######## sram64_resp ########
**sram64_resp: signal metal coverage by tile**

Drawn at 2 px/um. The die is cut into 32 by 32 equal tiles; dark purple is low, yellow is high, scaled to the fullest tile. Values are wire area over tile area, all layers added.
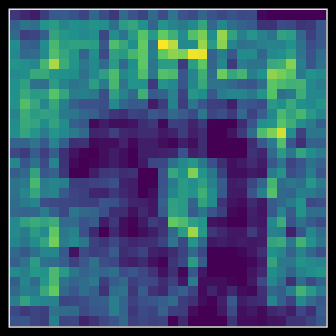

--- config.mk ---
export PLATFORM = sky130hd
export DESIGN_NAME = sram64_resp
export DESIGN_NICKNAME = d
export VERILOG_FILES = /design/src/rtl/sram64_resp.sv
export SDC_FILE = /design/constraint.sdc
export NUM_CORES = 1
export LEC_CHECK = 0
export ABC_AREA = 1
export CORE_MARGIN = 5
export CORE_UTILIZATION = 43
export DETAILED_ROUTE_END_ITERATION = 12
export HOLD_SLACK_MARGIN = 0.05
export PLACE_DENSITY = 0.92
export SETUP_SLACK_MARGIN = 0.05
export SYNTH_ARGS = -nofsm -noshare
export SYNTH_HDL_FRONTEND = slang
export SYNTH_SLANG_ARGS = --single-unit
export TNS_END_PERCENT = 5
--- constraint.sdc ---
create_clock -name clk -period 2.8 [get_ports clk]
set_clock_uncertainty 0.05 [all_clocks]
set_input_delay 0.56 -clock clk [delete_from_list [all_inputs] [get_ports clk]]
set_output_delay 0.56 -clock clk [all_outputs]
set_load 0.005 [all_outputs]
--- src/rtl/sram64_resp.sv ---
// sram64_resp: services one 64-bit byte-enabled SRAM access at a time over a
// valid/ready memory bus. It holds the core in a stall until the bus answers
// or the wait times out, then returns the registered read line.
module sram64_resp #(
  parameter int unsigned TIMEOUT = 255
) (
  input  logic        clk,
  input  logic        rstn,
  input  logic        sram_en,
  input  logic [7:0]  sram_wea,
  input  logic [63:0] sram_addr,
  input  logic [63:0] sram_dina,
  output logic [63:0] sram_douta,
  output logic        sram_stall,
  output logic        sram_err,
  output logic        mem_req_valid,
  input  logic        mem_req_ready,
  output logic [63:0] mem_req_addr,
  output logic [7:0]  mem_req_wstrb,
  output logic [63:0] mem_req_wdata,
  input  logic        mem_resp_valid,
  input  logic [63:0] mem_resp_rdata,
  input  logic        mem_resp_err
);

  localparam logic [1:0] S_IDLE = 2'd0;
  localparam logic [1:0] S_REQ  = 2'd1;
  localparam logic [1:0] S_WAIT = 2'd2;
  localparam logic [1:0] S_DONE = 2'd3;

  // The counter is 16 bits wide, so only the low 16 bits of TIMEOUT matter.
  localparam logic [15:0] TIMEOUT_CNT = 16'(TIMEOUT);
  localparam bit          TIMEOUT_EN  = (TIMEOUT != 0);

  logic [1:0]  state;
  logic [1:0]  state_nxt;
  logic [60:0] req_line;
  logic [7:0]  req_wstrb;
  logic [63:0] req_wdata;
  logic [15:0] wait_cnt;
  logic [15:0] wait_cnt_inc;
  logic        timeout_hit;
  logic        err_flag;
  logic [63:0] douta_q;
  logic        unused_addr_bits;

  // The byte offset never reaches the bus; the line address is 8-byte aligned.
  assign unused_addr_bits = ^sram_addr[2:0];

  // The match is taken against the count this cycle would produce, so the
  // access ends after exactly TIMEOUT unanswered WAIT cycles.
  assign wait_cnt_inc = wait_cnt + 16'd1;
  assign timeout_hit  = TIMEOUT_EN && (wait_cnt_inc == TIMEOUT_CNT);

  // Next-state selection; a response always takes priority over the timeout.
  always_comb begin
    state_nxt = state;
    case (state)
      S_IDLE: if (sram_en) state_nxt = S_REQ;
      S_REQ:  if (mem_req_ready) state_nxt = S_WAIT;
      S_WAIT: if (mem_resp_valid || timeout_hit) state_nxt = S_DONE;
      S_DONE: state_nxt = S_IDLE;
      default: state_nxt = S_IDLE;
    endcase
  end

  // State register; reset abandons any access in flight.
  always_ff @(posedge clk or negedge rstn) begin
    if (!rstn) begin
      state <= S_IDLE;
    end else begin
      state <= state_nxt;
    end
  end

  // Capture the core request once, so the bus sees stable fields until accepted.
  always_ff @(posedge clk or negedge rstn) begin
    if (!rstn) begin
      req_line  <= '0;
      req_wstrb <= '0;
      req_wdata <= '0;
    end else if (state == S_IDLE && sram_en) begin
      req_line  <= sram_addr[63:3];
      req_wstrb <= sram_wea;
      req_wdata <= sram_dina;
    end
  end

  // Count unanswered WAIT cycles, restarting when the bus accepts the request.
  always_ff @(posedge clk or negedge rstn) begin
    if (!rstn) begin
      wait_cnt <= '0;
    end else if (state == S_REQ && mem_req_ready) begin
      wait_cnt <= '0;
    end else if (state == S_WAIT && !mem_resp_valid) begin
      wait_cnt <= wait_cnt_inc;
    end
  end

  // Completion result: read data on success, zero on any failure, and writes
  // that succeed leave the last read line in place.
  always_ff @(posedge clk or negedge rstn) begin
    if (!rstn) begin
      douta_q  <= '0;
      err_flag <= 1'b0;
    end else if (state == S_WAIT) begin
      if (mem_resp_valid) begin
        err_flag <= mem_resp_err;
        if (mem_resp_err) begin
          douta_q <= '0;
        end else if (req_wstrb == 8'h00) begin
          douta_q <= mem_resp_rdata;
        end
      end else if (timeout_hit) begin
        err_flag <= 1'b1;
        douta_q  <= '0;
      end
    end
  end

  assign sram_douta    = douta_q;
  assign sram_stall    = (state == S_IDLE && sram_en) || state == S_REQ || state == S_WAIT;
  assign sram_err      = (state == S_DONE) && err_flag;
  assign mem_req_valid = (state == S_REQ);
  assign mem_req_addr  = {req_line, 3'b000};
  assign mem_req_wstrb = req_wstrb;
  assign mem_req_wdata = req_wdata;

endmodule
######## sysid_ext ########
`config.mk`:
```
export PLATFORM = sky130hd
export DESIGN_NAME = sysid_ext
export DESIGN_NICKNAME = d
export VERILOG_FILES = /design/src/rtl/sysid_ext_pkg.sv /design/src/rtl/sysid_uptime_counter.sv /design/src/rtl/sysid_ext.sv
export SDC_FILE = /design/constraint.sdc
export NUM_CORES = 1
export LEC_CHECK = 0
export CORE_UTILIZATION = 50
export CTS_CLUSTER_DIAMETER = 200
export CTS_CLUSTER_SIZE = 24
export DETAILED_ROUTE_END_ITERATION = 10
export GPL_TIMING_DRIVEN = 0
export HOLD_SLACK_MARGIN = 0.15
export PLACE_DENSITY = 0.71
export SYNTH_ARGS = -nofsm -noshare
export SYNTH_HDL_FRONTEND = slang
export SYNTH_SLANG_ARGS = --single-unit
```
`constraint.sdc`:
```
create_clock -name clock -period 17.3 [get_ports clock]
set_input_delay 3.46 -clock clock [delete_from_list [all_inputs] [get_ports clock]]
set_output_delay 3.46 -clock clock [all_outputs]
set_load 0.005 [all_outputs]
```
`src/rtl/sysid_ext_pkg.sv`:
```
// -----------------------------------------------------------------------------
// sysid_ext_pkg
// Shared definitions for the system-ID / uptime register block:
//   - word_e        : word addresses of the 8-entry register map
//   - CAPS_VERSION  : version field returned in the upper half of CAPS
//   - CTRL_*_BIT    : bit positions inside the CONTROL word
//   - merge_bytes() : byte-lane write merge used by the RW registers
//   - caps_word()   : assembles the CAPS word from the build parameters
// -----------------------------------------------------------------------------
package sysid_ext_pkg;

  typedef enum logic [2:0] {
    WORD_ID        = 3'd0,
    WORD_TIMESTAMP = 3'd1,
    WORD_UPTIME_LO = 3'd2,
    WORD_UPTIME_HI = 3'd3,
    WORD_SCRATCH   = 3'd4,
    WORD_CONTROL   = 3'd5,
    WORD_CAPS      = 3'd6,
    WORD_RESERVED  = 3'd7
  } word_e;

  localparam logic [15:0] CAPS_VERSION = 16'h0001;

  // CONTROL[0] enables counting, CONTROL[1] is a write-only clear strobe.
  localparam int CTRL_ENABLE_BIT = 0;
  localparam int CTRL_CLEAR_BIT  = 1;

  // Replace only the byte lanes whose enable is set.
  function automatic logic [31:0] merge_bytes(input logic [31:0] old_word,
                                              input logic [31:0] new_word,
                                              input logic [3:0]  lane_en);
    logic [31:0] result;
    result = old_word;
    for (int i = 0; i < 4; i++) begin
      if (lane_en[i]) begin
        result[i*8 +: 8] = new_word[i*8 +: 8];
      end
    end
    return result;
  endfunction

  function automatic logic [31:0] caps_word(input int read_latency,
                                            input int counter_w);
    return {CAPS_VERSION, 8'(read_latency), 8'(counter_w)};
  endfunction

endpackage

```
`src/rtl/sysid_uptime_counter.sv`:
```
// -----------------------------------------------------------------------------
// sysid_uptime_counter
// Free-running uptime counter with a coherent high-word snapshot.
//   clock        : sole clock, rising edge
//   reset        : asynchronous, active-high; clears counter and snapshot
//   enable       : count by one each cycle while high
//   clear        : synchronous clear; wins over enable in the same cycle
//   snap_capture : high in the cycle UPTIME_LO is read; latches the upper bits
//   count_lo     : live counter bits [31:0]
//   snap_hi      : latched counter bits [COUNTER_W-1:32], zero-extended
// -----------------------------------------------------------------------------
module sysid_uptime_counter #(
  parameter int COUNTER_W = 64
) (
  input  logic        clock,
  input  logic        reset,
  input  logic        enable,
  input  logic        clear,
  input  logic        snap_capture,
  output logic [31:0] count_lo,
  output logic [31:0] snap_hi
);

  localparam logic [COUNTER_W-1:0] COUNT_ONE = COUNTER_W'(1);

  logic [COUNTER_W-1:0] count_reg;
  logic [31:0]          snap_reg;

  // The addition wraps naturally at 2^COUNTER_W.
  always_ff @(posedge clock or posedge reset) begin
    if (reset) begin
      count_reg <= '0;
    end else if (clear) begin
      count_reg <= '0;
    end else if (enable) begin
      count_reg <= count_reg + COUNT_ONE;
    end
  end

  // The snapshot samples the same pre-increment value that the LO read
  // returns, so a LO-then-HI read pair is consistent across a carry out
  // of bit 31 regardless of how many cycles separate the two reads.
  always_ff @(posedge clock or posedge reset) begin
    if (reset) begin
      snap_reg <= '0;
    end else if (snap_capture) begin
      snap_reg <= 32'(count_reg[COUNTER_W-1:32]);
    end
  end

  assign count_lo = count_reg[31:0];
  assign snap_hi  = snap_reg;

endmodule

```
`src/rtl/sysid_ext.sv`:
```
// -----------------------------------------------------------------------------
// sysid_ext
// Eight-word memory-mapped identification block: system ID, build timestamp,
// uptime counter (LO live, HI snapshot), scratch register, control register
// and a capabilities word. Reads are pipelined with a fixed latency.
//   clock         : sole clock, rising edge
//   reset         : asynchronous, active-high
//   address[2:0]  : word address
//   read          : one-cycle read request
//   write         : one-cycle write request
//   writedata     : write data
//   byteenable    : per-byte write enables
//   readdata      : registered read data, held while readdatavalid is low
//   readdatavalid : one pulse per read, READ_LATENCY cycles after the request
// -----------------------------------------------------------------------------
module sysid_ext
  import sysid_ext_pkg::*;
#(
  parameter logic [31:0] SYSTEM_ID    = 32'h5144_C0CA,
  parameter logic [31:0] TIMESTAMP    = 32'd0,
  parameter int          COUNTER_W    = 64,
  parameter int          READ_LATENCY = 1
) (
  input  logic        clock,
  input  logic        reset,
  input  logic [2:0]  address,
  input  logic        read,
  input  logic        write,
  input  logic [31:0] writedata,
  input  logic [3:0]  byteenable,
  output logic [31:0] readdata,
  output logic        readdatavalid
);

  if (COUNTER_W < 33 || COUNTER_W > 64) begin : g_bad_counter_w
    $error("sysid_ext: COUNTER_W must be in 33..64");
  end
  if (READ_LATENCY != 1 && READ_LATENCY != 2) begin : g_bad_read_latency
    $error("sysid_ext: READ_LATENCY must be 1 or 2");
  end

  localparam logic [31:0] CAPS_VALUE = caps_word(READ_LATENCY, COUNTER_W);

  // ---------------------------------------------------------------------------
  // Write decode
  // ---------------------------------------------------------------------------
  logic wr_scratch;
  logic wr_control;
  logic ctrl_lane0;
  logic clear_pulse;
  logic snap_capture;

  assign wr_scratch   = write && (address == WORD_SCRATCH);
  assign wr_control   = write && (address == WORD_CONTROL);
  assign ctrl_lane0   = wr_control && byteenable[0];
  // The clear bit is never stored; it only produces this one-cycle strobe,
  // which is why CONTROL[1] always reads back as zero.
  assign clear_pulse  = ctrl_lane0 && writedata[CTRL_CLEAR_BIT];
  assign snap_capture = read && (address == WORD_UPTIME_LO);

  logic [31:0] scratch_reg;
  logic        enable_reg;

  always_ff @(posedge clock or posedge reset) begin
    if (reset) begin
      scratch_reg <= '0;
    end else if (wr_scratch) begin
      scratch_reg <= merge_bytes(scratch_reg, writedata, byteenable);
    end
  end

  // Counting is on out of reset so uptime starts without software help.
  always_ff @(posedge clock or posedge reset) begin
    if (reset) begin
      enable_reg <= 1'b1;
    end else if (ctrl_lane0) begin
      enable_reg <= writedata[CTRL_ENABLE_BIT];
    end
  end

  // ---------------------------------------------------------------------------
  // Uptime counter and snapshot
  // ---------------------------------------------------------------------------
  logic [31:0] count_lo;
  logic [31:0] snap_hi;

  sysid_uptime_counter #(
    .COUNTER_W (COUNTER_W)
  ) u_uptime (
    .clock        (clock),
    .reset        (reset),
    .enable       (enable_reg),
    .clear        (clear_pulse),
    .snap_capture (snap_capture),
    .count_lo     (count_lo),
    .snap_hi      (snap_hi)
  );

  // ---------------------------------------------------------------------------
  // Read mux: sampled from current register state, so a read that coincides
  // with a write to the same word returns the value before that write.
  // ---------------------------------------------------------------------------
  logic [31:0] rd_word;

  always_comb begin
    rd_word = '0;
    case (word_e'(address))
      WORD_ID:        rd_word = SYSTEM_ID;
      WORD_TIMESTAMP: rd_word = TIMESTAMP;
      WORD_UPTIME_LO: rd_word = count_lo;
      WORD_UPTIME_HI: rd_word = snap_hi;
      WORD_SCRATCH:   rd_word = scratch_reg;
      WORD_CONTROL:   rd_word[CTRL_ENABLE_BIT] = enable_reg;
      WORD_CAPS:      rd_word = CAPS_VALUE;
      default:        rd_word = '0;
    endcase
  end

  // ---------------------------------------------------------------------------
  // Read pipeline: one stage per cycle of latency, last stage drives the
  // outputs. A stage's data only moves when its incoming valid is set, so the
  // final stage holds the last returned word between reads. Reset empties
  // every stage, discarding anything in flight.
  // ---------------------------------------------------------------------------
  logic [READ_LATENCY-1:0]       stage_valid_reg;
  logic [READ_LATENCY-1:0][31:0] stage_data_reg;

  always_ff @(posedge clock or posedge reset) begin
    if (reset) begin
      stage_valid_reg <= '0;
      stage_data_reg  <= '0;
    end else begin
      stage_valid_reg[0] <= read;
      if (read) begin
        stage_data_reg[0] <= rd_word;
      end
      for (int i = 1; i < READ_LATENCY; i++) begin
        stage_valid_reg[i] <= stage_valid_reg[i-1];
        if (stage_valid_reg[i-1]) begin
          stage_data_reg[i] <= stage_data_reg[i-1];
        end
      end
    end
  end

  assign readdata      = stage_data_reg[READ_LATENCY-1];
  assign readdatavalid = stage_valid_reg[READ_LATENCY-1];

endmodule

```
######## ultrasonic_ranger ########
[config.mk]
export PLATFORM = sky130hd
export DESIGN_NAME = ultrasonic_ranger
export DESIGN_NICKNAME = d
export VERILOG_FILES = /design/src/rtl/ranger_pkg.sv /design/src/rtl/ultrasonic_ranger_ring.sv /design/src/rtl/ultrasonic_ranger.sv
export SDC_FILE = /design/constraint.sdc
export NUM_CORES = 1
export LEC_CHECK = 0
export CELL_PAD_IN_SITES_DETAIL_PLACEMENT = 1
export CELL_PAD_IN_SITES_GLOBAL_PLACEMENT = 2
export CORE_MARGIN = 5
export CORE_UTILIZATION = 42
export DETAILED_ROUTE_END_ITERATION = 8
export PLACE_DENSITY_LB_ADDON = 0.25
export SYNTH_ARGS = -nofsm -noshare
export SYNTH_HDL_FRONTEND = slang
export SYNTH_SLANG_ARGS = --single-unit
[constraint.sdc]
create_clock -name clk -period 5.86 [get_ports clk]
set_clock_uncertainty 0.1 [all_clocks]
set_input_delay 0.586 -clock clk [delete_from_list [all_inputs] [get_ports clk]]
set_output_delay 0.586 -clock clk [all_outputs]
set_load 0.01 [all_outputs]
[src/rtl/ranger_pkg.sv]
// Shared types and width helpers for the
// ultrasonic ranger and its sample ring.
package ranger_pkg;

  typedef enum logic [1:0] {
    TRIG,
    WAIT_RISE,
    MEASURE,
    HOLDOFF
  } state_t;

  function automatic int unsigned cnt_w(
    input int unsigned n
  );
    return (n < 2) ? 1 : $clog2(n + 1);
  endfunction

  function automatic int unsigned us_div(
    input int unsigned clk_hz
  );
    return clk_hz / 1_000_000;
  endfunction

endpackage

[src/rtl/ultrasonic_ranger_ring.sv]
// DEPTH x W ring of past samples; the read
// port always shows the oldest entry.
module sample_ring #(
  parameter int unsigned DEPTH = 8,
  parameter int unsigned W     = 12
) (
  input  logic         clk,
  input  logic         reset,
  input  logic         i_we,
  input  logic [W-1:0] i_data,
  output logic [W-1:0] o_oldest
);

  localparam int unsigned AW =
    (DEPTH > 1) ? $clog2(DEPTH) : 1;

  logic [W-1:0]  r_mem [DEPTH];
  logic [AW-1:0] r_ptr;

  assign o_oldest = r_mem[r_ptr];

  // write pointer walks the ring on every write
  always_ff @(posedge clk) begin
    if (reset) begin
      r_ptr <= '0;
    end else if (i_we) begin
      if (r_ptr == AW'(DEPTH - 1))
        r_ptr <= '0;
      else
        r_ptr <= r_ptr + AW'(1);
    end
  end

  // storage overwrites the oldest slot
  always_ff @(posedge clk) begin
    if (i_we)
      r_mem[r_ptr] <= i_data;
  end

endmodule

[src/rtl/ultrasonic_ranger.sv]
// HC-SR04 front end: trigger, echo timing,
// moving average and intensity mapping.
module ultrasonic_ranger
  import ranger_pkg::*;
#(
  parameter int unsigned CLK_HZ          = 40_000_000,
  parameter int unsigned TRIG_US         = 20,
  parameter int unsigned PERIOD_US       = 60000,
  parameter int unsigned MAX_US          = 3552,
  parameter int unsigned ECHO_TIMEOUT_US = 30000,
  parameter int unsigned AVG_LOG2        = 3,
  parameter int unsigned LEVELS          = 8
) (
  input  logic clk,
  input  logic reset,
  input  logic echo,
  output logic trig,
  output logic [cnt_w(MAX_US)-1:0] dist_us,
  output logic [cnt_w(LEVELS)-1:0] intensity,
  output logic valid,
  output logic timeout
);

  localparam int unsigned W     = cnt_w(MAX_US);
  localparam int unsigned IW    = cnt_w(LEVELS);
  localparam int unsigned DIV   = us_div(CLK_HZ);
  localparam int unsigned DW    = cnt_w(DIV - 1);
  localparam int unsigned DEPTH = 1 << AVG_LOG2;
  localparam int unsigned SW    = W + AVG_LOG2;
  localparam int unsigned FW    = cnt_w(DEPTH);
  localparam int unsigned PW    = cnt_w(PERIOD_US);
  localparam int unsigned UW    = cnt_w(
    (TRIG_US > ECHO_TIMEOUT_US) ?
    TRIG_US : ECHO_TIMEOUT_US);
  localparam int unsigned STEP  = MAX_US / LEVELS;

  logic [DW-1:0] r_div;
  logic          w_tick;
  logic [1:0]    r_sync;
  logic          r_echo_d;
  logic          w_rise;
  logic          w_fall;

  state_t        r_state;
  state_t        w_state_n;
  logic          r_trig;
  logic          w_trig_n;
  logic [UW-1:0] r_us;
  logic [PW-1:0] r_per;
  logic [W-1:0]  r_width;
  logic [W-1:0]  w_width_inc;
  logic          w_per_end;
  logic          w_us_clr;
  logic          w_us_inc;
  logic          w_per_clr;
  logic          w_width_clr;
  logic          w_commit;
  logic          w_to;
  logic [W-1:0]  w_sample;
  logic          r_commit;
  logic          r_timeout;
  logic [W-1:0]  r_sample;

  logic [SW-1:0] r_sum;
  logic [FW-1:0] r_fill;
  logic          r_commit_d;
  logic          w_full;
  logic [W-1:0]  w_oldest;
  logic [SW-1:0] w_sub;
  logic [W-1:0]  w_avg;
  logic [LEVELS:1] w_ge;
  logic [IW-1:0] w_level;

  logic [W-1:0]  r_dist;
  logic [IW-1:0] r_int;
  logic          r_valid;

  assign trig      = r_trig;
  assign dist_us   = r_dist;
  assign intensity = r_int;
  assign valid     = r_valid;
  assign timeout   = r_timeout;

  assign w_tick = (r_div == DW'(DIV - 1));

  // microsecond tick divider
  always_ff @(posedge clk) begin
    if (reset || w_tick)
      r_div <= '0;
    else
      r_div <= r_div + DW'(1);
  end

  // echo synchroniser and edge register
  always_ff @(posedge clk) begin
    if (reset) begin
      r_sync   <= '0;
      r_echo_d <= 1'b0;
    end else begin
      r_sync   <= {r_sync[0], echo};
      r_echo_d <= r_sync[1];
    end
  end

  assign w_rise = r_sync[1] & ~r_echo_d;
  assign w_fall = ~r_sync[1] & r_echo_d;

  assign w_per_end = w_tick &&
    (r_per == PW'(PERIOD_US - 1));

  assign w_width_inc =
    (w_tick && r_width != W'(MAX_US)) ?
    r_width + W'(1) : r_width;

  // next state, trigger and commit decisions
  always_comb begin
    w_state_n   = r_state;
    w_trig_n    = r_trig;
    w_us_clr    = 1'b0;
    w_us_inc    = 1'b0;
    w_per_clr   = 1'b0;
    w_width_clr = 1'b0;
    w_commit    = 1'b0;
    w_to        = 1'b0;
    w_sample    = W'(MAX_US);
    unique case (r_state)
      TRIG: begin
        if (w_tick) begin
          if (!r_trig) begin
            w_trig_n  = 1'b1;
            w_us_clr  = 1'b1;
            w_per_clr = 1'b1;
          end else if (r_us == UW'(TRIG_US - 1)) begin
            w_trig_n  = 1'b0;
            w_us_clr  = 1'b1;
            w_state_n = WAIT_RISE;
          end else begin
            w_us_inc  = 1'b1;
          end
        end
      end
      WAIT_RISE: begin
        if (w_per_end) begin
          w_commit  = 1'b1;
          w_to      = 1'b1;
          w_state_n = TRIG;
          w_trig_n  = 1'b1;
          w_us_clr  = 1'b1;
          w_per_clr = 1'b1;
        end else if (w_rise) begin
          w_width_clr = 1'b1;
          w_state_n   = MEASURE;
        end else if (w_tick) begin
          if (r_us == UW'(ECHO_TIMEOUT_US - 1)) begin
            w_commit  = 1'b1;
            w_to      = 1'b1;
            w_state_n = HOLDOFF;
          end else begin
            w_us_inc  = 1'b1;
          end
        end
      end
      MEASURE: begin
        if (w_per_end) begin
          w_commit  = 1'b1;
          w_to      = 1'b1;
          w_state_n = TRIG;
          w_trig_n  = 1'b1;
          w_us_clr  = 1'b1;
          w_per_clr = 1'b1;
        end else if (w_fall) begin
          w_commit  = 1'b1;
          w_sample  = w_width_inc;
          w_state_n = HOLDOFF;
        end
      end
      HOLDOFF: begin
        if (w_per_end) begin
          w_state_n = TRIG;
          w_trig_n  = 1'b1;
          w_us_clr  = 1'b1;
          w_per_clr = 1'b1;
        end
      end
      default: ;
    endcase
  end

  // state register and measurement counters
  always_ff @(posedge clk) begin
    if (reset) begin
      r_state   <= TRIG;
      r_trig    <= 1'b0;
      r_us      <= '0;
      r_per     <= '0;
      r_width   <= '0;
      r_commit  <= 1'b0;
      r_timeout <= 1'b0;
      r_sample  <= '0;
    end else begin
      r_state   <= w_state_n;
      r_trig    <= w_trig_n;
      r_commit  <= w_commit;
      r_timeout <= w_to;
      r_sample  <= w_sample;
      if (w_us_clr)
        r_us <= '0;
      else if (w_us_inc)
        r_us <= r_us + UW'(1);
      if (w_per_clr)
        r_per <= '0;
      else if (w_tick)
        r_per <= r_per + PW'(1);
      if (w_width_clr)
        r_width <= '0;
      else if (r_state == MEASURE)
        r_width <= w_width_inc;
    end
  end

  sample_ring #(
    .DEPTH (DEPTH),
    .W     (W)
  ) u_ring (
    .clk      (clk),
    .reset    (reset),
    .i_we     (r_commit),
    .i_data   (r_sample),
    .o_oldest (w_oldest)
  );

  assign w_full = (r_fill == FW'(DEPTH));
  assign w_sub  = w_full ?
    SW'(w_oldest) : SW'(MAX_US);
  assign w_avg  = r_sum[SW-1:AVG_LOG2];

  // running sum, prefilled with far samples
  always_ff @(posedge clk) begin
    if (reset) begin
      r_sum      <= SW'(DEPTH * MAX_US);
      r_fill     <= '0;
      r_commit_d <= 1'b0;
    end else begin
      r_commit_d <= r_commit;
      if (r_commit) begin
        r_sum <= r_sum - w_sub + SW'(r_sample);
        if (!w_full)
          r_fill <= r_fill + FW'(1);
      end
    end
  end

  for (genvar k = 1; k <= LEVELS; k++) begin : g_cmp
    assign w_ge[k] = (w_avg >= W'(k * STEP));
  end

  // level drops by one per step passed
  always_comb begin
    w_level = IW'(LEVELS);
    for (int k = 1; k < LEVELS; k++) begin
      if (w_ge[k])
        w_level = w_level - IW'(1);
    end
    if (w_ge[LEVELS])
      w_level = '0;
  end

  // registered outputs with valid strobe
  always_ff @(posedge clk) begin
    if (reset) begin
      r_dist  <= W'(MAX_US);
      r_int   <= '0;
      r_valid <= 1'b0;
    end else begin
      r_valid <= r_commit_d;
      if (r_commit_d) begin
        r_dist <= w_avg;
        r_int  <= w_level;
      end
    end
  end

endmodule

######## comb_delay_ctrl ########
File: src/rtl/comb_delay_ctrl.sv
// Sequencing controller for the programmable-delay comb filter: accepts delay-line
// reconfigurations, flushes and zero-primes the comb, then un-gates live samples.
module comb_delay_ctrl #(
    parameter int DIN_WIDTH     = 8,
    parameter int DELAY_LINE    = 16,
    parameter int FLUSH_CYCLES  = 2,
    parameter int SETTLE_CYCLES = 4
) (
    input  logic                        clk,
    input  logic                        rst,
    input  logic [31:0]                 cfg_len,
    input  logic                        cfg_valid,
    output logic                        cfg_ready,
    output logic                        cfg_err,
    input  logic signed [DIN_WIDTH-1:0] s_din,
    input  logic                        s_din_valid,
    output logic signed [DIN_WIDTH-1:0] comb_din,
    output logic                        comb_din_valid,
    output logic                        comb_rst,
    output logic [31:0]                 delay_line,
    input  logic                        comb_dout_valid,
    output logic                        m_dout_valid,
    output logic                        running,
    output logic [15:0]                 drop_cnt
);

    localparam logic [2:0] IDLE   = 3'd0;
    localparam logic [2:0] FLUSH  = 3'd1;
    localparam logic [2:0] PRIME  = 3'd2;
    localparam logic [2:0] SETTLE = 3'd3;
    localparam logic [2:0] RUN    = 3'd4;

    localparam logic [31:0] MAX_LEN     = 32'(DELAY_LINE - 1);
    localparam logic [31:0] FLUSH_LOAD  = 32'(FLUSH_CYCLES - 1);
    localparam logic [31:0] SETTLE_LOAD = 32'(SETTLE_CYCLES - 1);

    logic [2:0]  state;
    logic [2:0]  next_state;
    logic [31:0] cnt;
    logic [31:0] next_cnt;
    logic        accept;
    logic        len_ok;
    logic        start;

    assign cfg_ready    = rst && ((state == IDLE) || (state == RUN));
    assign accept       = cfg_valid && cfg_ready;
    assign len_ok       = (cfg_len != 32'd0) && (cfg_len <= MAX_LEN);
    assign start        = accept && len_ok;
    assign running      = (state == RUN);
    assign m_dout_valid = comb_dout_valid && (state == RUN);

    // One down-counter serves FLUSH, PRIME and SETTLE; PRIME loads delay_line so
    // it writes delay_line+1 zeros, one per comb memory slot.
    always_comb begin
        next_state = state;
        next_cnt   = cnt;
        case (state)
            IDLE, RUN: begin
                if (start) begin
                    next_state = FLUSH;
                    next_cnt   = FLUSH_LOAD;
                end
            end
            FLUSH: begin
                if (cnt == 32'd0) begin
                    next_state = PRIME;
                    next_cnt   = delay_line;
                end else begin
                    next_cnt = cnt - 32'd1;
                end
            end
            PRIME: begin
                if (cnt == 32'd0) begin
                    next_state = SETTLE;
                    next_cnt   = SETTLE_LOAD;
                end else begin
                    next_cnt = cnt - 32'd1;
                end
            end
            SETTLE: begin
                if (cnt == 32'd0) begin
                    next_state = RUN;
                end else begin
                    next_cnt = cnt - 32'd1;
                end
            end
            default: begin
                next_state = IDLE;
                next_cnt   = 32'd0;
            end
        endcase
    end

    always_ff @(posedge clk or negedge rst) begin
        if (!rst) begin
            state      <= IDLE;
            cnt        <= 32'd0;
            delay_line <= MAX_LEN;
            cfg_err    <= 1'b0;
        end else begin
            state   <= next_state;
            cnt     <= next_cnt;
            cfg_err <= accept && !len_ok;
            if (start) begin
                delay_line <= cfg_len;
            end
        end
    end

    // Comb-side controls follow the upcoming state so they line up with it; RUN
    // is a plain registered passthrough, so the accept-cycle sample still lands.
    always_ff @(posedge clk or negedge rst) begin
        if (!rst) begin
            comb_rst       <= 1'b1;
            comb_din       <= '0;
            comb_din_valid <= 1'b0;
        end else begin
            comb_rst <= (next_state == IDLE) || (next_state == FLUSH);
            if (state == RUN) begin
                comb_din       <= s_din;
                comb_din_valid <= s_din_valid;
            end else begin
                comb_din       <= '0;
                comb_din_valid <= (next_state == PRIME);
            end
        end
    end

    always_ff @(posedge clk or negedge rst) begin
        if (!rst) begin
            drop_cnt <= 16'd0;
        end else if (start) begin
            drop_cnt <= 16'd0;
        end else if (s_din_valid && (state != RUN) && (drop_cnt != 16'hFFFF)) begin
            drop_cnt <= drop_cnt + 16'd1;
        end
    end

endmodule

File: config.mk
export PLATFORM = sky130hd
export DESIGN_NAME = comb_delay_ctrl
export DESIGN_NICKNAME = d
export VERILOG_FILES = /design/src/rtl/comb_delay_ctrl.sv
export SDC_FILE = /design/constraint.sdc
export NUM_CORES = 1
export LEC_CHECK = 0
export CAP_MARGIN = 20
export CORE_ASPECT_RATIO = 2
export CORE_MARGIN = 1
export CORE_UTILIZATION = 46
export CTS_CLUSTER_DIAMETER = 80
export DETAILED_ROUTE_END_ITERATION = 8
export PLACE_DENSITY_LB_ADDON = 0.25
export REMOVE_ABC_BUFFERS = 1
export SETUP_SLACK_MARGIN = 0.05
export SKIP_LAST_GASP = 1
export SYNTH_ARGS = -nofsm -noshare
export SYNTH_HDL_FRONTEND = slang
export SYNTH_SLANG_ARGS = --single-unit
File: constraint.sdc
create_clock -name clk -period 2.25 [get_ports clk]
set_input_delay 0.225 -clock clk [delete_from_list [all_inputs] [get_ports clk]]
set_output_delay 0.225 -clock clk [all_outputs]
set_load 0.005 [all_outputs]
**sysid_ext: signal metal coverage by tile**

Drawn at 3 px/um. The die is cut into 25 by 25 equal tiles; dark purple is low, yellow is high, scaled to the fullest tile. Values are wire area over tile area, all layers added.
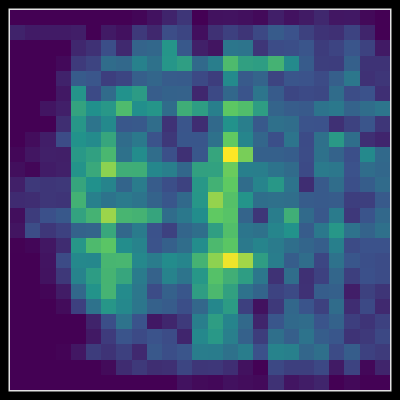
nearly empty tiles: 13%
tiles over half the peak: 15%
fullest tile: 0.74
mean over tiles: 0.20
densest ninth of the die: middle
Tot GR Track Use: 26.6%
via count: 6453
Detailed Route WL: 20.3 mm
average wire per standard cell: 19.2 um

**sysid_ext: cell placement**

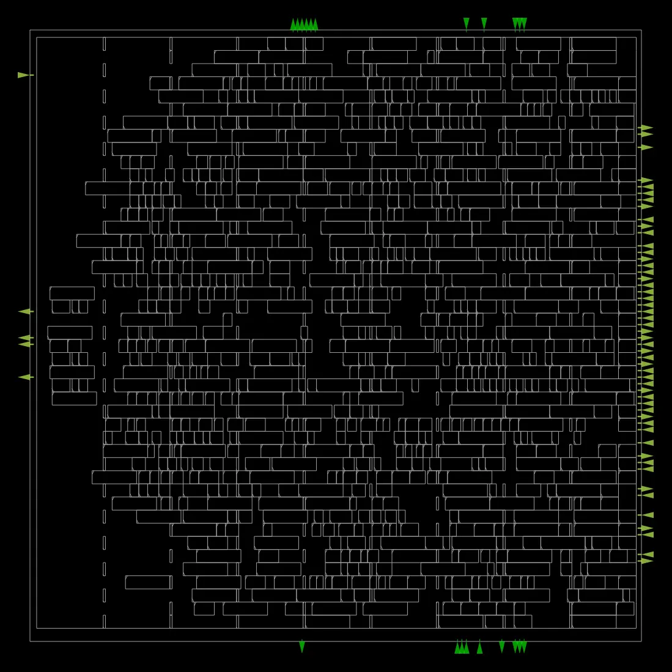
final non-filler cell total: 1058
core footprint: 15200 um^2
Cell Rows: 45

==> flow_summary.json, sysid_ext <==
{
  "cp_data_required_time_ps": 17640,
  "top_area_share_pct": 51.9,
  "status": "finished, final reports clean",
  "die_area_um2": 16000,
  "final_hold_viol_count": 0,
  "n_all_buffers": 114,
  "vias_per_cell": 6.10,
  "arrival_ps": 6220,
  "path_max_fanout": 10,
  "top_layer": "met4",
  "fin_nets": 902,
  "cpPeakStageDelay_ps": 760,
  "finalPower_uw": 948,
  "synthesis.area_um2": 7770,
  "post-synth-top-count-cell": "dfrtp_1",
  "crit_buf_inv": 2,
  "drcViolationCount": 0,
  "synthDistinctLibCells": 41,
  "cp_slowest_cell": "or4_1",
  "inverters": 36,
  "cap_viol_max_count": 0,
  "seqCellArea_um2": 4060,
  "final-nonclk-buf-share_pct": 9.73,
  "whs_endpoint": "readdata[0]",
  "path_cells": "clkdlybuf4s50_1 > and3_1 > a31oi_1 > or4_1 > clkbuf_1 > or3_1 > a21oi_1",
  "edf_count": 0,
  "adder_share_pct": 0.161,
  "cts_buffers": 17,
  "tool_warnings": 26,
  "switching_share_pct": 25.4,
  "num_tap_cells": 188,
  "top_cells_by_area": "dfrtp_1 52%, mux2_2 9.6%, a21oi_1 5.8%, nor2_1 3.2%, mux2i_1 2.7%",
  "grtUsageMet1_pct": 36.9
}
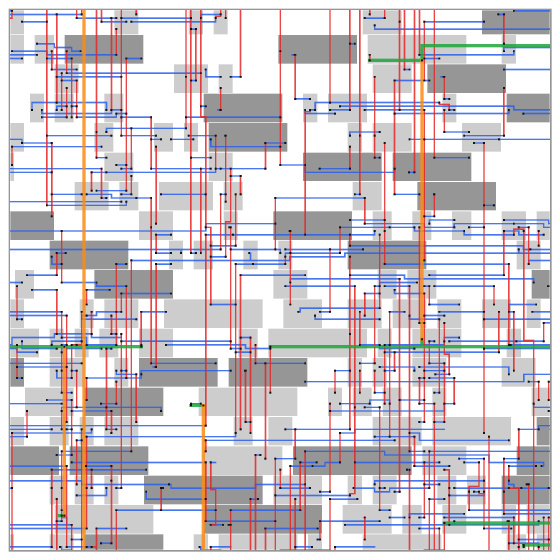
**Above:** ultrasonic_ranger (zoomed window).
Window x 58 to 108, y 91 to 141 um. Cells in grey, sequential cells in the stronger grey; small squares are vias.
[blue] met1
[orange] met4
[red] met2
[green] met3
sequential cells in the window: 24
netlist names of flops here include: `dist_us` (6), `r_us` (5), `r_div` (4)
most frequent: dfxtp_1 (21), nor2_1 (14), inv_1 (9)
cells with their middle in the window: 133

==> flow_summary.json, ultrasonic_ranger <==
{
  "xor_area_share_pct": 6.28,
  "max-slew-margin-rel_pct": 22.9,
  "grt.overflow.total": 0,
  "cp_slowest_cell": "or4_2",
  "wl_mm": 23.7,
  "path_max_fanout": 10,
  "clock_area_share_pct": 7.34,
  "crit_path_end_kind": "flip-flop",
  "status": "finished, final reports clean",
  "worstRegToRegCells": 17,
  "top_area_share_pct": 28.3,
  "power_leader": "the clock network",
  "p_switching_uw": 669,
  "placed_cells": 1250,
  "num_vias": 6905,
  "met3_length_um": 776,
  "comb_cells": 625,
  "multiInputGateArea_um2": 4680,
  "drive_gt1_share_pct": 10.9,
  "top_cells_by_area": "edfxtp_1 28%, dfxtp_1 22%, mux4_2 5.3%, ha_1 5.2%, nor2_1 4.6%",
  "path_cells": "inv_1 > ha_1 > nor4b_1 > o2111a_1 > nor2_1 > fa_1 > or4_2 > o211ai_1 > nor2_1 > xor2_1 > ha_1 > and2b_2 > a21o_1 > ha_1 > mux2_2 > a2bb2oi_1 > nor2_1"
}
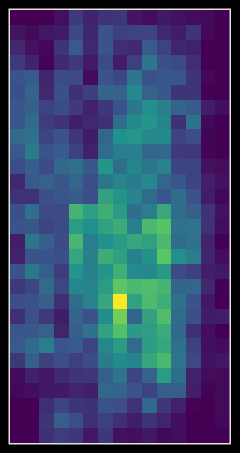
**Above:** comb_delay_ctrl (signal metal coverage by tile).
Drawn at 3 px/um. The die is cut into 15 by 29 equal tiles; dark purple is low, yellow is high, scaled to the fullest tile. Values are wire area over tile area, all layers added.
emptiest ninth of the die: top right
tiles over half the peak: 12%
densest ninth of the die: middle
fullest tile: 0.99
mean over tiles: 0.25
nearly empty tiles: 8.5%
via count: 4802
Detailed Route WL: 15.8 mm
average wire per standard cell: 19.3 um
Tot GR Track Use: 30.6%

==> flow_summary.json, comb_delay_ctrl <==
{
  "first_iter_violations": 441,
  "setup_violations": 35,
  "crit_cells": 7,
  "critPathLaunchType": "flip-flop",
  "final_common_cell": "clkdlybuf4s50_1",
  "ys_area_um2": 4660,
  "met2_length_mm": 8.48,
  "peakVddDrop_v": 0.000831,
  "worst_slack_ps": -318,
  "fp-row-count": 51,
  "seqCellArea_um2": 2360,
  "clk_latency_ps": 350,
  "drt-pass1-iter-count": 5,
  "die_area_um2": 10600,
  "fmax_mhz": 389,
  "status": "finished, violations left",
  "path_max_fanout": 9,
  "syn_inst": 489,
  "async_reset_ff_share_pct": 100,
  "violations": "setup timing",
  "top_area_share_pct": 47.8,
  "synth_seq_share_pct": 50.6,
  "finalPower_uw": 5360,
  "ys_cells": 489,
  "max-slew-margin-rel_pct": 28.5,
  "num_tap_cells": 132,
  "xor_area_share_pct": 4.32,
  "synthToLayoutAreaGrowth_pct": 56.0,
  "cap_viol_max_count": 0,
  "seq_share_pct": 32.4,
  "p_switching_uw": 1860,
  "switching_share_pct": 34.7,
  "worstRegToRegCells": 7,
  "post_cts_buffers": 9,
  "final-nonclk-buf-share_pct": 27.6,
  "dpl_worst_slack_ps": -378,
  "edf_count": 0,
  "met1Wirelength_mm": 5.22,
  "fin_util_pct": 74.5,
  "finalNonFillerCells": 816,
  "ys_ff": 94,
  "min_period_ps": 2570,
  "cp_slowest_cell": "or4_4",
  "power.internal_uw": 3500,
  "drcViolationCount": 0
}
**sram64_resp: sizing map**

Drawn at 1.5 px/um.
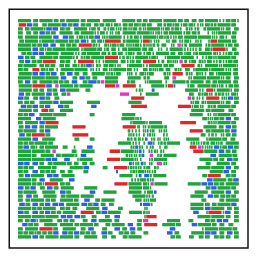
[red] drive 6 and up | cells: 43 | share: 3.3%
[green] drive 1 or less | cells: 1112 | share: 85%
[blue] drive 2 | cells: 144 | share: 11%
[magenta] drive 3 to 4 | cells: 15 | share: 1.1%
Final WS setup: 215 ps
area grow syn2layout: 55.0%

**sram64_resp: zoomed window**

Window x 54 to 104, y 86 to 136 um. Cells in grey, sequential cells in the stronger grey; small squares are vias.
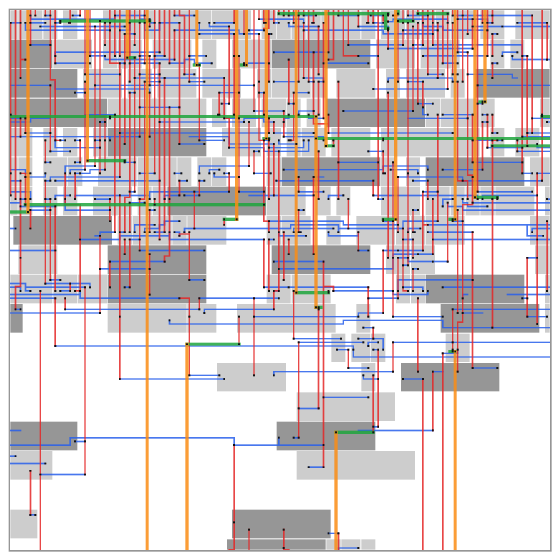
[orange] met4
[red] met2
[green] met3
[blue] met1
sequential cells in the window: 19
most frequent: nand2_1 (38), clkdlybuf4s50_1 (31)
netlist names of flops here include: `sram_douta` (16)
cells with their middle in the window: 149

Notes on 'signal metal coverage by tile' of sram64_resp above:
mean over tiles: 0.21
tiles over half the peak: 19%
fullest tile: 0.67
nearly empty tiles: 6.0%
via count: 8143
Detailed Route WL: 31.0 mm

==> flow_summary.json, sram64_resp <==
{
  "status": "finished, final reports clean",
  "p_comb_uw": 6200,
  "holdCritStartpoint": "sram_douta[49]",
  "post_cts_buffers": 0,
  "r2r_setup_slack_ps": 270,
  "met2_length_mm": 15.5,
  "num_tap_cells": 280,
  "ys_ff": 216,
  "worst_hold_slack_ps": 419,
  "tool_warnings": 36,
  "cap_viol_max_count": 0,
  "crit_buf_inv": 2,
  "endpoint": "sram_stall",
  "comb_cells": 540,
  "fillers": 1491,
  "inverters": 95,
  "top_area_share_pct": 57.3,
  "final_cell_mix": "401 x clkdlybuf4s50_1, 216 x dfrtp_1, 188 x nand2_1",
  "finalNonFillerCells": 1594,
  "clock_area_share_pct": 6.10,
  "antennaDiodeCount": 0,
  "fp.dieH_um": 158,
  "finalPower_uw": 15100,
  "cts.clk_slew.worst_paths_ps": 60
}

==> gallery <==
Power grid.
panel A
Drawn at 4 px/um. Pins as bars on the die edge.
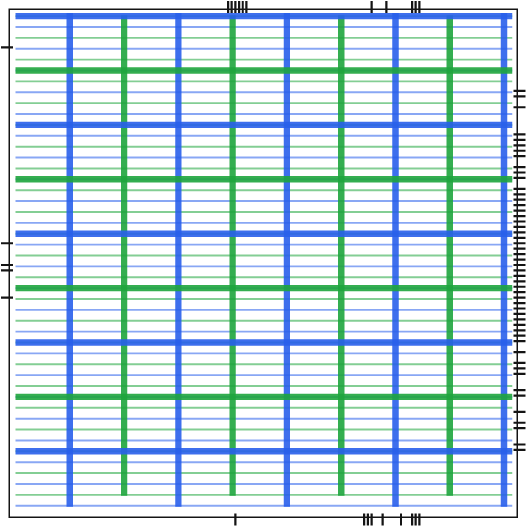
panel B
Drawn at 3 px/um. Pins as bars on the die edge.
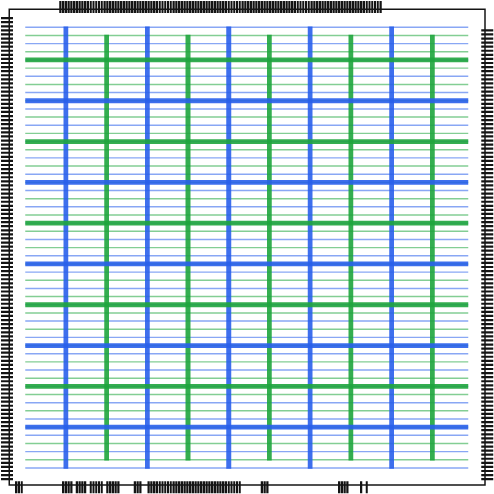
panel C
Drawn at 4 px/um. Pins as bars on the die edge.
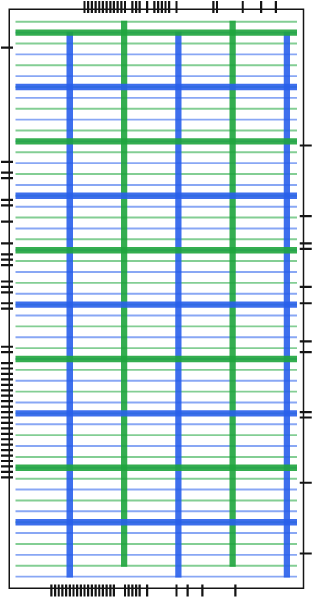
panel D
Drawn at 3 px/um. Pins as bars on the die edge.
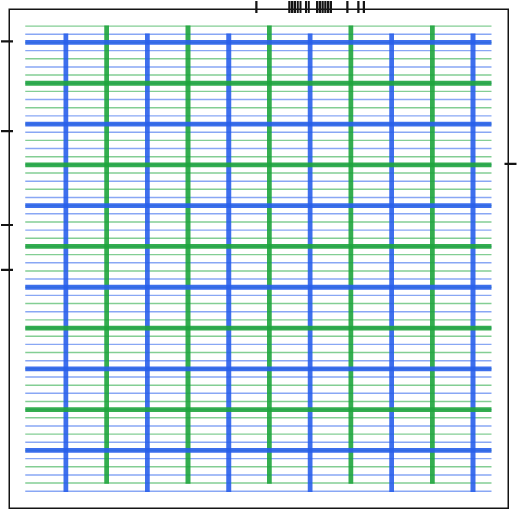
sram64_resp -> panel B
sysid_ext -> panel A
ultrasonic_ranger -> panel D
comb_delay_ctrl -> panel C
The one with the most pins is panel B.



==> layout pictures side by side <==
Sizing map.
Plate I
Drawn at 1.5 px/um.
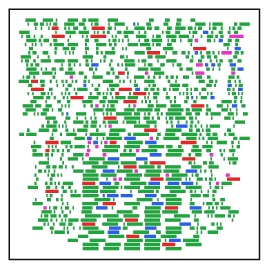
Plate II
Drawn at 2 px/um.
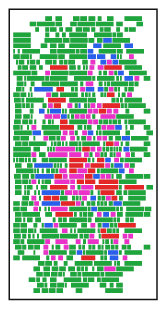
Plate III
Drawn at 2 px/um.
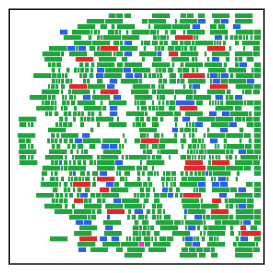
Plate III comes from sysid_ext.
Plate I comes from ultrasonic_ranger.
Plate II comes from comb_delay_ctrl.


==> screenshots <==
Cell placement.
picture 1
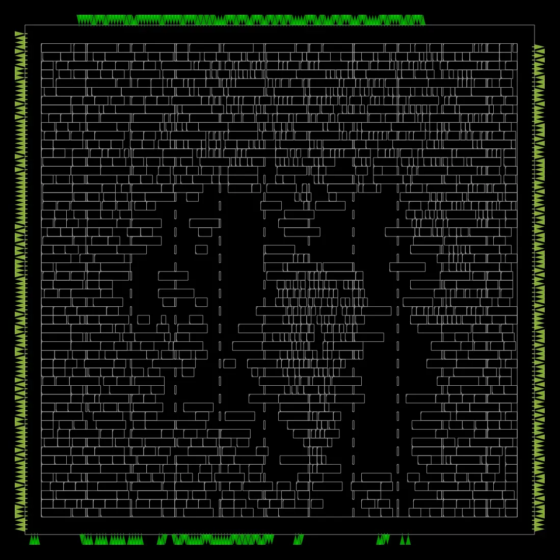
picture 2
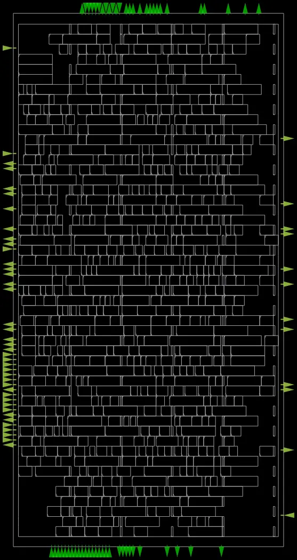
picture 3
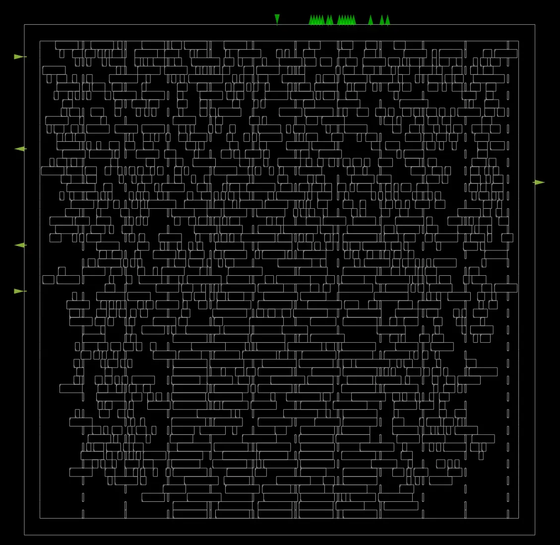
sram64_resp: picture 1
ultrasonic_ranger: picture 3
comb_delay_ctrl: picture 2
- lowest utilization: picture 3
- fewest cells: picture 2

